# ---- softmax_norm ----
**softmax_norm: cell placement**

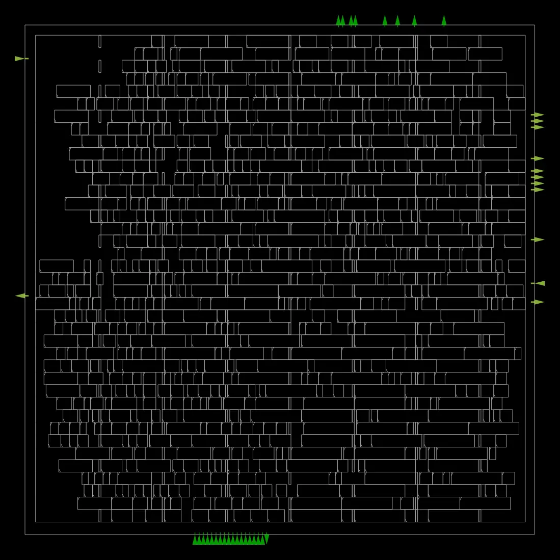

--- config.mk ---
export PLATFORM = sky130hd
export DESIGN_NAME = softmax_norm
export DESIGN_NICKNAME = d
export VERILOG_FILES = /design/src/rtl/softmax_norm.sv
export SDC_FILE = /design/constraint.sdc
export NUM_CORES = 1
export LEC_CHECK = 0
export CAP_MARGIN = 20
export CORE_MARGIN = 2
export CORE_UTILIZATION = 65
export CTS_CLUSTER_DIAMETER = 200
export DETAILED_ROUTE_END_ITERATION = 16
export GPL_ROUTABILITY_DRIVEN = 0
export PLACE_DENSITY = 0.85
export SLEW_MARGIN = 30
export SYNTH_ARGS = -nofsm -noshare
export SYNTH_HDL_FRONTEND = slang
export SYNTH_SLANG_ARGS = --single-unit
--- constraint.sdc ---
create_clock -name CLK -period 5.6 [get_ports CLK]
set_input_delay 1.12 -clock CLK [delete_from_list [all_inputs] [get_ports CLK]]
set_output_delay 1.12 -clock CLK [all_outputs]
set_load 0.02 [all_outputs]
--- src/rtl/softmax_norm.sv ---
// Buffers N_CLASS clamped exp() samples, then emits each divided by their sum in Q5.10.
// First result DATA_W+1 cycles after the last accept, then one every DATA_W+1 cycles; input stalls (in_ready=0) while dividing/emitting.
module softmax_norm #(
  parameter int N_CLASS = 4,
  parameter int DATA_W  = 16,
  parameter int FRAC    = 10
) (
  input  logic                     CLK,
  input  logic                     RST,
  input  logic signed [DATA_W-1:0] in_data,
  input  logic                     in_valid,
  output logic                     in_ready,
  output logic        [DATA_W-1:0] out_data,
  output logic                     out_valid,
  output logic                     out_last,
  output logic                     drop_err
);

  localparam int IDX_W = (N_CLASS > 1) ? $clog2(N_CLASS) : 1;
  localparam int SUM_W = DATA_W + $clog2(N_CLASS);
  localparam int IT_W  = $clog2(DATA_W);

  typedef enum logic [1:0] {S_COLLECT, S_DIV, S_OUT} state_t;

  state_t            state_q, state_d;
  logic [IDX_W-1:0]  cnt_q, cnt_d;
  logic [IDX_W-1:0]  idx_q, idx_d;
  logic [IT_W-1:0]   iter_q, iter_d;
  logic [SUM_W-1:0]  sum_q, sum_d;
  logic [SUM_W-1:0]  rem_q, rem_d;
  logic [DATA_W-1:0] quo_q, quo_d;
  logic [DATA_W-1:0] out_data_q, out_data_d;
  logic              drop_err_q, drop_err_d;
  logic [DATA_W-1:0] smp_q [N_CLASS];
  logic [DATA_W-1:0] smp_d [N_CLASS];

  logic [DATA_W-1:0]      in_clamp;
  logic                   accept;
  logic                   frame_done;
  logic                   div_last;
  logic                   out_end;
  logic                   load;
  logic [IDX_W-1:0]       load_idx;
  logic [DATA_W+FRAC-1:0] dividend;
  logic [SUM_W:0]         rem_shift;
  logic                   rem_ge;
  logic [SUM_W-1:0]       rem_step;
  logic [DATA_W-1:0]      quo_step;

  assign accept     = in_valid & in_ready;
  assign frame_done = accept && (cnt_q == IDX_W'(N_CLASS - 1));
  assign div_last   = (state_q == S_DIV) && (iter_q == IT_W'(DATA_W - 1));
  assign out_end    = (state_q == S_OUT) && (idx_q == IDX_W'(N_CLASS - 1));
  assign in_clamp   = in_data[DATA_W-1] ? '0 : in_data;

  // The quotient is below 2^DATA_W, so the top FRAC dividend bits preload the
  // remainder and only the low DATA_W bits need an iteration each.
  always_comb begin
    load_idx  = (state_q == S_OUT) ? idx_q + 1'b1 : '0;
    dividend  = {smp_q[load_idx], {FRAC{1'b0}}};
    rem_shift = {rem_q, quo_q[DATA_W-1]};
    rem_ge    = (rem_shift >= {1'b0, sum_q});
    rem_step  = rem_ge ? SUM_W'(rem_shift - {1'b0, sum_q}) : rem_shift[SUM_W-1:0];
    quo_step  = {quo_q[DATA_W-2:0], rem_ge};
  end

  always_ff @(posedge CLK) begin
    if (RST) begin
      state_q <= S_COLLECT;
    end else begin
      state_q <= state_d;
    end
  end

  always_comb begin
    state_d = state_q;
    unique case (state_q)
      S_COLLECT: if (frame_done) state_d = S_DIV;
      S_DIV:     if (div_last)   state_d = S_OUT;
      S_OUT:     state_d = out_end ? S_COLLECT : S_DIV;
      default:   state_d = S_COLLECT;
    endcase
  end

  always_comb begin
    in_ready  = (state_q == S_COLLECT);
    out_valid = (state_q == S_OUT);
    out_last  = out_end;
    out_data  = out_data_q;
    drop_err  = drop_err_q;
  end

  always_comb begin
    smp_d      = smp_q;
    sum_d      = sum_q;
    cnt_d      = cnt_q;
    idx_d      = idx_q;
    iter_d     = iter_q;
    rem_d      = rem_q;
    quo_d      = quo_q;
    out_data_d = out_data_q;
    drop_err_d = drop_err_q | (in_valid & ~in_ready);
    load       = 1'b0;

    if (accept) begin
      smp_d[cnt_q] = in_clamp;
      sum_d        = sum_q + SUM_W'(in_clamp);
      cnt_d        = frame_done ? '0 : cnt_q + 1'b1;
    end
    if (frame_done) begin
      idx_d  = '0;
      iter_d = '0;
      load   = 1'b1;
    end

    case (state_q)
      S_DIV: begin
        rem_d  = rem_step;
        quo_d  = quo_step;
        iter_d = iter_q + 1'b1;
        // A zero sum means every sample clamped to 0; report 0 rather than all-ones.
        if (div_last) out_data_d = (sum_q == '0) ? '0 : quo_step;
      end
      S_OUT: begin
        if (out_end) begin
          sum_d = '0;
          cnt_d = '0;
        end else begin
          idx_d  = idx_q + 1'b1;
          iter_d = '0;
          load   = 1'b1;
        end
      end
      default: ;
    endcase

    if (load) begin
      rem_d = SUM_W'(dividend[DATA_W+FRAC-1:DATA_W]);
      quo_d = dividend[DATA_W-1:0];
    end
  end

  always_ff @(posedge CLK) begin
    if (RST) begin
      cnt_q      <= '0;
      idx_q      <= '0;
      iter_q     <= '0;
      sum_q      <= '0;
      rem_q      <= '0;
      quo_q      <= '0;
      out_data_q <= '0;
      drop_err_q <= 1'b0;
    end else begin
      cnt_q      <= cnt_d;
      idx_q      <= idx_d;
      iter_q     <= iter_d;
      sum_q      <= sum_d;
      rem_q      <= rem_d;
      quo_q      <= quo_d;
      out_data_q <= out_data_d;
      drop_err_q <= drop_err_d;
    end
  end

  always_ff @(posedge CLK) begin
    smp_q <= smp_d;
  end

endmodule
# ---- tlp2mdio_flat ----
$ cat config.mk
export PLATFORM = sky130hd
export DESIGN_NAME = tlp2mdio_flat
export DESIGN_NICKNAME = d
export VERILOG_FILES = /design/src/rtl/tlp2mdio_pkg.sv /design/src/rtl/tlp2mdio_if.sv /design/src/rtl/tlp2mdio_stretch.sv /design/src/rtl/tlp2mdio.sv /design/src/flat_wrapper.sv
export SDC_FILE = /design/constraint.sdc
export NUM_CORES = 1
export LEC_CHECK = 0
export CAP_MARGIN = 20
export CORE_ASPECT_RATIO = 0.5
export CORE_MARGIN = 2
export CORE_UTILIZATION = 38
export DETAILED_ROUTE_END_ITERATION = 8
export PLACE_DENSITY = 0.8
export SYNTH_ARGS = -nofsm -noshare
export SYNTH_HDL_FRONTEND = slang
export SYNTH_HIERARCHICAL = 1
export SYNTH_SLANG_ARGS = --single-unit
export TNS_END_PERCENT = 1
$ cat constraint.sdc
create_clock -name trn_clk -period 3.35 [get_ports trn_clk]
set_input_delay 0.67 -clock trn_clk [delete_from_list [all_inputs] [get_ports trn_clk]]
set_output_delay 0.67 -clock trn_clk [all_outputs]
set_load 0.05 [all_outputs]
$ cat src/rtl/tlp2mdio_pkg.sv
// Shared types for tlp2mdio: TLP header constant, MDIO command word layout,
// parser/stretcher state encodings.
package tlp2mdio_pkg;

    localparam logic [7:0] MWR32_FMT_TYPE = 8'h40;

    // MDIO command word as seen by the host-clock consumer
    typedef struct packed {
        logic [3:0]  rsvd;
        logic [1:0]  opcode;
        logic [9:0]  addr;
        logic [15:0] wdata;
    } acc_word_t;

    typedef enum logic [1:0] {
        P_IDLE = 2'd0,
        P_QW1  = 2'd1,
        P_SKIP = 2'd2
    } parse_state_t;

    typedef enum logic [1:0] {
        S_IDLE = 2'd0,
        S_HOLD = 2'd1,
        S_GAP  = 2'd2
    } stretch_state_t;

    // TRN payload arrives little-endian per DW; the command word is big-endian
    function automatic acc_word_t bswap32(input logic [31:0] d);
        return acc_word_t'({d[7:0], d[15:8], d[23:16], d[31:24]});
    endfunction

endpackage

$ cat src/rtl/tlp2mdio_if.sv
// TRN RX snoop bus plus the MDIO access outputs of tlp2mdio.
// master = RX stream owner / consumer side, slave = tlp2mdio.
interface tlp2mdio_if;

    logic [63:0] trn_rd;
    logic [7:0]  trn_rrem_n;
    logic        trn_rsof_n;
    logic        trn_reof_n;
    logic        trn_rsrc_rdy_n;
    logic        trn_rdst_rdy_n;
    logic        trn_rsrc_dsc_n;
    logic [6:0]  trn_rbar_hit_n;
    logic [31:0] acc_data;
    logic        acc_en;

    modport master (
        output trn_rd, trn_rrem_n, trn_rsof_n, trn_reof_n,
               trn_rsrc_rdy_n, trn_rdst_rdy_n, trn_rsrc_dsc_n, trn_rbar_hit_n,
        input  acc_data, acc_en
    );

    modport slave (
        input  trn_rd, trn_rrem_n, trn_rsof_n, trn_reof_n,
               trn_rsrc_rdy_n, trn_rdst_rdy_n, trn_rsrc_dsc_n, trn_rbar_hit_n,
        output acc_data, acc_en
    );

endinterface

$ cat src/rtl/tlp2mdio_stretch.sv
// Hold/gap pulse stretcher: one accepted write becomes EN_HOLD cycles of acc_en,
// followed by EN_GAP quiet cycles during which further writes are dropped.
module tlp2mdio_stretch
    import tlp2mdio_pkg::*;
#(
    parameter int EN_HOLD = 16,
    parameter int EN_GAP  = 8
) (
    input  logic        clk,
    input  logic        rst,
    input  logic        i_accept,
    input  logic [31:0] i_data,
    output logic [31:0] o_acc_data,
    output logic        o_acc_en,
    output logic        o_drop
);

    localparam logic [7:0] HOLD_M1 = 8'(EN_HOLD - 1);
    localparam logic [7:0] GAP_M1  = 8'(EN_GAP - 1);

    stretch_state_t r_state, w_state_nxt;
    logic [7:0]     r_cnt, w_cnt_nxt;
    logic           r_en, w_en_nxt;
    logic [31:0]    r_data, w_data_nxt;

    always_ff @(posedge clk) begin
        if (rst) begin
            r_state <= S_IDLE;
            r_cnt   <= 8'd0;
            r_en    <= 1'b0;
            r_data  <= 32'd0;
        end else begin
            r_state <= w_state_nxt;
            r_cnt   <= w_cnt_nxt;
            r_en    <= w_en_nxt;
            r_data  <= w_data_nxt;
        end
    end

    always_comb begin
        w_state_nxt = r_state;
        w_cnt_nxt   = r_cnt;
        w_en_nxt    = r_en;
        w_data_nxt  = r_data;
        o_drop      = 1'b0;
        case (r_state)
            S_IDLE: begin
                if (i_accept) begin
                    w_data_nxt  = i_data;
                    w_en_nxt    = 1'b1;
                    w_cnt_nxt   = HOLD_M1;
                    w_state_nxt = S_HOLD;
                end
            end
            S_HOLD: begin
                o_drop = i_accept;
                if (r_cnt == 8'd0) begin
                    w_en_nxt    = 1'b0;
                    w_cnt_nxt   = GAP_M1;
                    w_state_nxt = S_GAP;
                end else begin
                    w_cnt_nxt = r_cnt - 8'd1;
                end
            end
            S_GAP: begin
                // the expiry cycle itself still refuses writes
                o_drop = i_accept;
                if (r_cnt == 8'd0) begin
                    w_state_nxt = S_IDLE;
                end else begin
                    w_cnt_nxt = r_cnt - 8'd1;
                end
            end
            default: begin
                w_state_nxt = S_IDLE;
                w_cnt_nxt   = 8'd0;
                w_en_nxt    = 1'b0;
            end
        endcase
    end

    assign o_acc_data = r_data;
    assign o_acc_en   = r_en;

endmodule

$ cat src/rtl/tlp2mdio.sv
// Snoops the 64-bit TRN RX stream for 1-DW MWr to the MDIO command register
// and hands the payload to the host domain as a stretched strobe.
// Optional drop counter output: define TLP2MDIO_DROP_CNT_EN.
module tlp2mdio
    import tlp2mdio_pkg::*;
#(
    parameter int          BAR_IDX     = 0,
    parameter logic [11:0] MDIO_OFFSET = 12'h030,
    parameter int          EN_HOLD     = 16,
    parameter int          EN_GAP      = 8
) (
    input  logic        trn_clk,
    input  logic        reset,
`ifdef TLP2MDIO_DROP_CNT_EN
    output logic [15:0] drop_cnt,
`endif
    tlp2mdio_if.slave   bus
);

    parse_state_t r_pstate, w_pstate_nxt;
    logic         w_valid;
    logic         w_qw0_match;
    logic         w_addr_match;
    logic         w_accept;
    acc_word_t    w_payload;
    logic [31:0]  w_acc_data;
    logic         w_acc_en;
    logic         w_drop;
    logic         w_unused;

    assign w_valid      = !bus.trn_rsrc_rdy_n && !bus.trn_rdst_rdy_n;
    assign w_qw0_match  = (bus.trn_rd[63:56] == MWR32_FMT_TYPE) &&
                          (bus.trn_rd[41:32] == 10'd1) &&
                          !bus.trn_rbar_hit_n[BAR_IDX];
    assign w_addr_match = (bus.trn_rd[43:34] == MDIO_OFFSET[11:2]);
    assign w_payload    = bswap32(bus.trn_rd[31:0]);

    always_ff @(posedge trn_clk) begin
        if (reset) begin
            r_pstate <= P_IDLE;
        end else begin
            r_pstate <= w_pstate_nxt;
        end
    end

    always_comb begin
        w_pstate_nxt = r_pstate;
        w_accept     = 1'b0;
        if (!bus.trn_rsrc_dsc_n) begin
            w_pstate_nxt = P_IDLE;
        end else if (w_valid) begin
            if (!bus.trn_rsof_n) begin
                // any sof starts a fresh TLP, whatever state we were in
                if (w_qw0_match) begin
                    w_pstate_nxt = P_QW1;
                end else if (bus.trn_reof_n) begin
                    w_pstate_nxt = P_SKIP;
                end else begin
                    w_pstate_nxt = P_IDLE;
                end
            end else begin
                case (r_pstate)
                    P_IDLE: w_pstate_nxt = P_IDLE;
                    P_QW1: begin
                        w_accept     = w_addr_match && !bus.trn_reof_n &&
                                       (bus.trn_rrem_n == 8'h00);
                        w_pstate_nxt = bus.trn_reof_n ? P_SKIP : P_IDLE;
                    end
                    P_SKIP: begin
                        if (!bus.trn_reof_n) begin
                            w_pstate_nxt = P_IDLE;
                        end
                    end
                    default: w_pstate_nxt = P_IDLE;
                endcase
            end
        end
    end

    tlp2mdio_stretch #(
        .EN_HOLD (EN_HOLD),
        .EN_GAP  (EN_GAP)
    ) u_stretch (
        .clk        (trn_clk),
        .rst        (reset),
        .i_accept   (w_accept),
        .i_data     (w_payload),
        .o_acc_data (w_acc_data),
        .o_acc_en   (w_acc_en),
        .o_drop     (w_drop)
    );

    assign bus.acc_data = w_acc_data;
    assign bus.acc_en   = w_acc_en;

`ifdef TLP2MDIO_DROP_CNT_EN
    logic [15:0] r_drop_cnt;

    always_ff @(posedge trn_clk) begin
        if (reset) begin
            r_drop_cnt <= 16'd0;
        end else if (w_drop && (r_drop_cnt != 16'hFFFF)) begin
            r_drop_cnt <= r_drop_cnt + 16'd1;
        end
    end

    assign drop_cnt = r_drop_cnt;
`endif

    // header bits and BAR bits the match does not look at
    assign w_unused = ^{bus.trn_rd[55:44], bus.trn_rbar_hit_n, w_drop};

endmodule

$ cat src/flat_wrapper.sv
// flat-port wrapper written by rule: the top's interface ports become plain ports
module tlp2mdio_flat import tlp2mdio_pkg::*;
#(
    parameter int          BAR_IDX     = 0,
    parameter logic [11:0] MDIO_OFFSET = 12'h030,
    parameter int          EN_HOLD     = 16,
    parameter int          EN_GAP      = 8
)
  (trn_clk, reset, bus_trn_rd, bus_trn_rrem_n, bus_trn_rsof_n, bus_trn_reof_n, bus_trn_rsrc_rdy_n, bus_trn_rdst_rdy_n, bus_trn_rsrc_dsc_n, bus_trn_rbar_hit_n, bus_acc_data, bus_acc_en);
  tlp2mdio_if bus_i ();
  input  logic trn_clk;
  input  logic reset;
  input wire logic [$bits(bus_i.trn_rd)-1:0] bus_trn_rd;
  input wire logic [$bits(bus_i.trn_rrem_n)-1:0] bus_trn_rrem_n;
  input wire logic [$bits(bus_i.trn_rsof_n)-1:0] bus_trn_rsof_n;
  input wire logic [$bits(bus_i.trn_reof_n)-1:0] bus_trn_reof_n;
  input wire logic [$bits(bus_i.trn_rsrc_rdy_n)-1:0] bus_trn_rsrc_rdy_n;
  input wire logic [$bits(bus_i.trn_rdst_rdy_n)-1:0] bus_trn_rdst_rdy_n;
  input wire logic [$bits(bus_i.trn_rsrc_dsc_n)-1:0] bus_trn_rsrc_dsc_n;
  input wire logic [$bits(bus_i.trn_rbar_hit_n)-1:0] bus_trn_rbar_hit_n;
  output wire logic [$bits(bus_i.acc_data)-1:0] bus_acc_data;
  output wire logic [$bits(bus_i.acc_en)-1:0] bus_acc_en;
  assign bus_i.trn_rd = bus_trn_rd;
  assign bus_i.trn_rrem_n = bus_trn_rrem_n;
  assign bus_i.trn_rsof_n = bus_trn_rsof_n;
  assign bus_i.trn_reof_n = bus_trn_reof_n;
  assign bus_i.trn_rsrc_rdy_n = bus_trn_rsrc_rdy_n;
  assign bus_i.trn_rdst_rdy_n = bus_trn_rdst_rdy_n;
  assign bus_i.trn_rsrc_dsc_n = bus_trn_rsrc_dsc_n;
  assign bus_i.trn_rbar_hit_n = bus_trn_rbar_hit_n;
  assign bus_acc_data = bus_i.acc_data;
  assign bus_acc_en = bus_i.acc_en;
  tlp2mdio #(.BAR_IDX(BAR_IDX), .MDIO_OFFSET(MDIO_OFFSET), .EN_HOLD(EN_HOLD), .EN_GAP(EN_GAP)) u_core (.trn_clk(trn_clk), .reset(reset), .bus(bus_i));
endmodule
**tlp2mdio_flat: signal wires by layer**

The bar under the picture is 20 µm long.
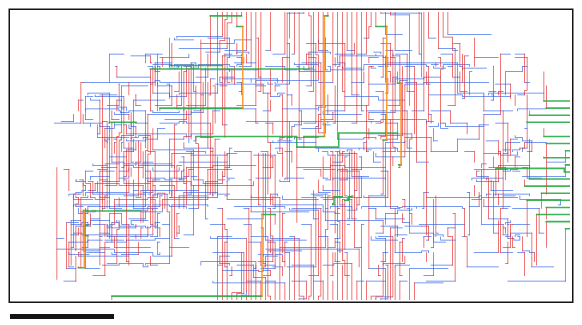
M3: marked green, wire length 272 µm. M4: marked orange, wire length 103 µm. M1: marked blue, wire length 2340 µm. M2: marked red, wire length 3190 µm.

**tlp2mdio_flat: placed cells, one colour a class**

The bar under the picture is 20 µm long. Fill, decap, tap and diode cells in grey.
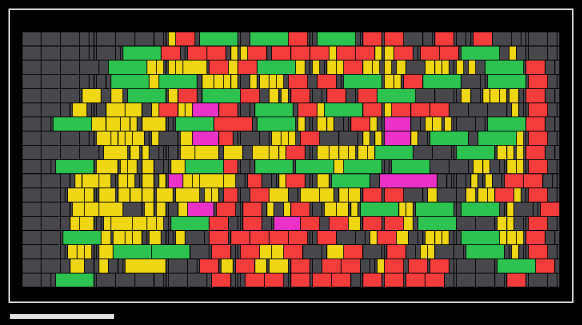
remaining buffers and delay cells: marked red, cells 105, share of their area 33%. clock drivers and dummy loads: marked magenta, cells 8, share of their area 3.8%. registers: marked green, cells 45, share of their area 28%. remaining logic cells: marked yellow, cells 201, share of their area 35%.

==> results.yml, tlp2mdio_flat <==
# synthesis and place-and-route metrics
critical_path:
  crit_start: "bus_trn_rd[39]"
  critPathCaptureType: "register"
  slowest_stage: "or4b_1"
  r2r-end: "u_core/u_stretch/r_cnt[1]"
  start_kind: "input port"
  cpMostUsedCell: "nand2_1"
  regToRegStartpoint: "u_core/u_stretch/r_state[0]"
  worstPathCellList: "clkdlybuf4s50_1, nor4_1, nand2_1, or4b_1, nor3_2, buf_4, and2_1, buf_12, nand2_1, a21oi_1"
run:
  maxCapViolCount: 0
power:
  pg_comb_uw: 97.4
  pg_seq_uw: 535
  switching_share: 0.197
  powerClk_uw: 427
  p_sw_uw: 209
finish:
  comb_area_mm2: 0.00106
  buffers_excl_clock: 105
  buf_share: 0.323
  largest_reg_flops: 32
  fin_nets: 449
  synthToLayoutAreaGrowth_pct: 59.1
grt:
  track_usage: 0.206
timing:
  holdWs_ns: 0.455
  period_minus_slack_ns: 2.70
  clock.fmax_mhz: 370
  rsz0062_at_grt: "no"
run_status:
  status: "finished, final reports clean"
clocking:
  ctsHoldBuffers: 0
  cts.clk_slew.worst_paths_ns: 0.08
synthesis:
  fp_nets: 349
  avgSynthCellArea_um2: 7.92
  synth_area_mm2: 0.00204
detailed_routing:
  antenna_left: 0
min_path:
  hold_depth: 2
floorplanning:
  fp_util: 0.405
place:
  dp.cells: 421
==> tlp2mdio_flat: per-layer routing <==
metal | wire [µm] | vias to the layer above | track usage
met5 | 0 | - | 0
met4 | 102 | 0 | 0.0623
met3 | 272 | 12 | 0.0562
met2 | 3190 | 53 | 0.380
met1 | 2340 | 1041 | 0.232
li1 | - | 1099 | -
==> tlp2mdio_flat: cells in the final DEF, fill, tap and decap left out, types with 2 or more instances in the layout <==
cell and instances:
a21oi_1 38, o21ai_1 4, nor4b_1 2, nor3_2 2
nor2_1 11, nor4_1 5, buf_4 4, a31oi_1 5
nand2b_1 2, or3_1 3, nor2b_1 3, a211oi_1 2
or4_4 2, clkdlybuf4s50_1 100, o211ai_1 3, nand4_1 2
nor3_1 4, dfxtp_1 45, o21a_1 3, nand2_1 69
nand3_1 3, ha_1 5, nor3b_1 2, inv_1 9
or2_2 2, clkbuf_8 6, and2_1 2, o21ai_0 3
==> tlp2mdio_flat: worst register-to-register path, cell delays in order (launching register included) <==
cell	delay, ns
dfxtp_1	0.35
inv_1	0.10
ha_1	0.41
nor2b_1	0.37
nor3_2	0.06
buf_4	0.18
and2_1	0.17
a32o_1	0.21
**softmax_norm: met4 routing**

The bar under the picture is 20 µm long.
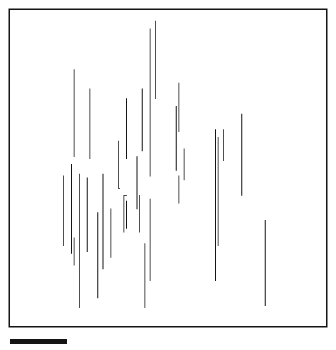
The longest straight run is 53.0 µm. The layer holds 3.9% of the routed length. The wires run mostly vertical. 24 nets have wire on it.

**softmax_norm: placed cells, one colour a class**

The bar under the picture is 20 µm long. Fill, decap, tap and diode cells in grey.
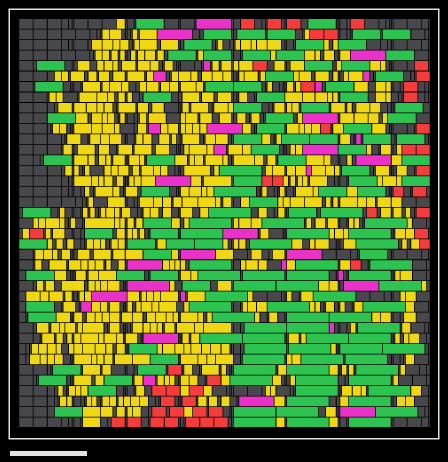
remaining logic cells: marked yellow, cells 594, share of their area 47%. remaining buffers and delay cells: marked red, cells 45, share of their area 5.2%. registers: marked green, cells 139, share of their area 41%. clock drivers and dummy loads: marked magenta, cells 32, share of their area 6.5%.

About 'cell placement' of softmax_norm:
TAP cells: 143
FILL cells: 775
Seq/total area: 0.400
# rows: 39

==> results.yml, softmax_norm <==
# synthesis and place-and-route metrics
synthesis:
  top_cells_by_area: "edfxtp_1 24%, dfxtp_1 21%, ha_1 7.2%"
  synth_warnings: 0
  synth_cells: 772
critical_path:
  crit_start: "in_data[15]"
  regToRegStartpoint: "state_q[1]"
  max_stage_delay_ns: 0.65
  critPathKind: "input port to register"
  worstPathCellList: "clkdlybuf4s50_1, nor2b_1, ha_1, inv_1, fa_1, nor2b_1, o21a_1, o21a_1, o31a_1, o2111ai_1, mux2i_1, a311o_1"
  path_buffers: 2
detailed_routing:
  antenna_left: 0
  wl_per_cell_um: 20.0
  wirelength_mm: 19.0
  initialDrtViolationCount: 543
  vias: 6266
finish:
  clock_buffers: 20
  inv_count: 36
  regArea_mm2: 0.00338
timing:
  tightest_slew_ns: 0.951
  skew_ns: 0.0104
  slew_viol_final: 0
  setup_tns_ns: 0
  setup_viol: 0
clocking:
  cts_tree: "done"
  ctsHoldBuffers: 0
  cts_buffers: 17
place:
  dp.cells: 921
  port_buffers: 38
floorplanning:
  coreArea_mm2: 0.0113
grt:
  overflow: 0
power:
  ir_drop_uv: 248
min_path:
  hold_start: "out_data[0]"
run_status:
  status: "finished, final reports clean"
[softmax_norm: sequential cells by signal (all words and copies together), names as in the netlist]
register / flops
sum_q: 18
smp_q: 60
iter_q: 4
rem_q: 18
drop_err: 1
idx_q: 2
out_data: 16
state_q: 2
cnt_q: 2
quo_q: 16
[softmax_norm: cells in the mapped netlist (all sizes together), types with 8 or more instances]
master,n
nor2b,36
dfxtp,79
xor2,9
ha,43
a21oi,45
edfxtp,60
nand2b,8
o21ai,33
a311oi,8
nor2,67
a22oi,18
mux2i,32
clkbuf,29
a31oi,23
nand4,8
nor3,15
inv,36
nand3,16
a211oi,29
buf,10
a21o,12
xnor2,9
nand2,64
[softmax_norm: report_power, final]
part | internal, mW | total (mW) | switching (mW) | leakage [nW]
logic | 0.404 | 1.02 | 0.614 | 1.75
clock network | 0.606 | 1.04 | 0.432 | 0.261
registers | 1.13 | 1.18 | 0.0462 | 1.20
[softmax_norm: path summary, 6_finish.rpt]
path / endpoint / slack, ns / cells after the start
hold / removal: out_data[0] / 0.46 / 2
hold reg to reg: out_data[0] / 0.46 / 2
setup / recovery: sum_q[14] / 1.73 / 12
setup reg to reg: rem_q[8] / 2.31 / 10


==> gallery <==
Logic cells by family.
The bar under the picture is 20 µm long.
image #1
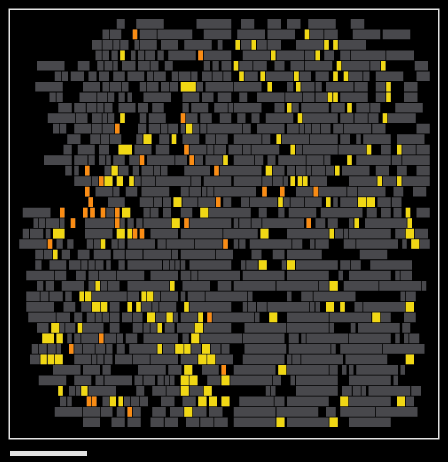
image #2
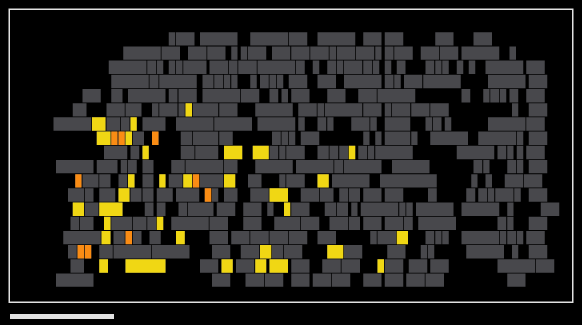
Of these, most cells: image #1
Image #1 comes from softmax_norm.
Image #2 comes from tlp2mdio_flat.

Power and IR drop assume default switching activity.
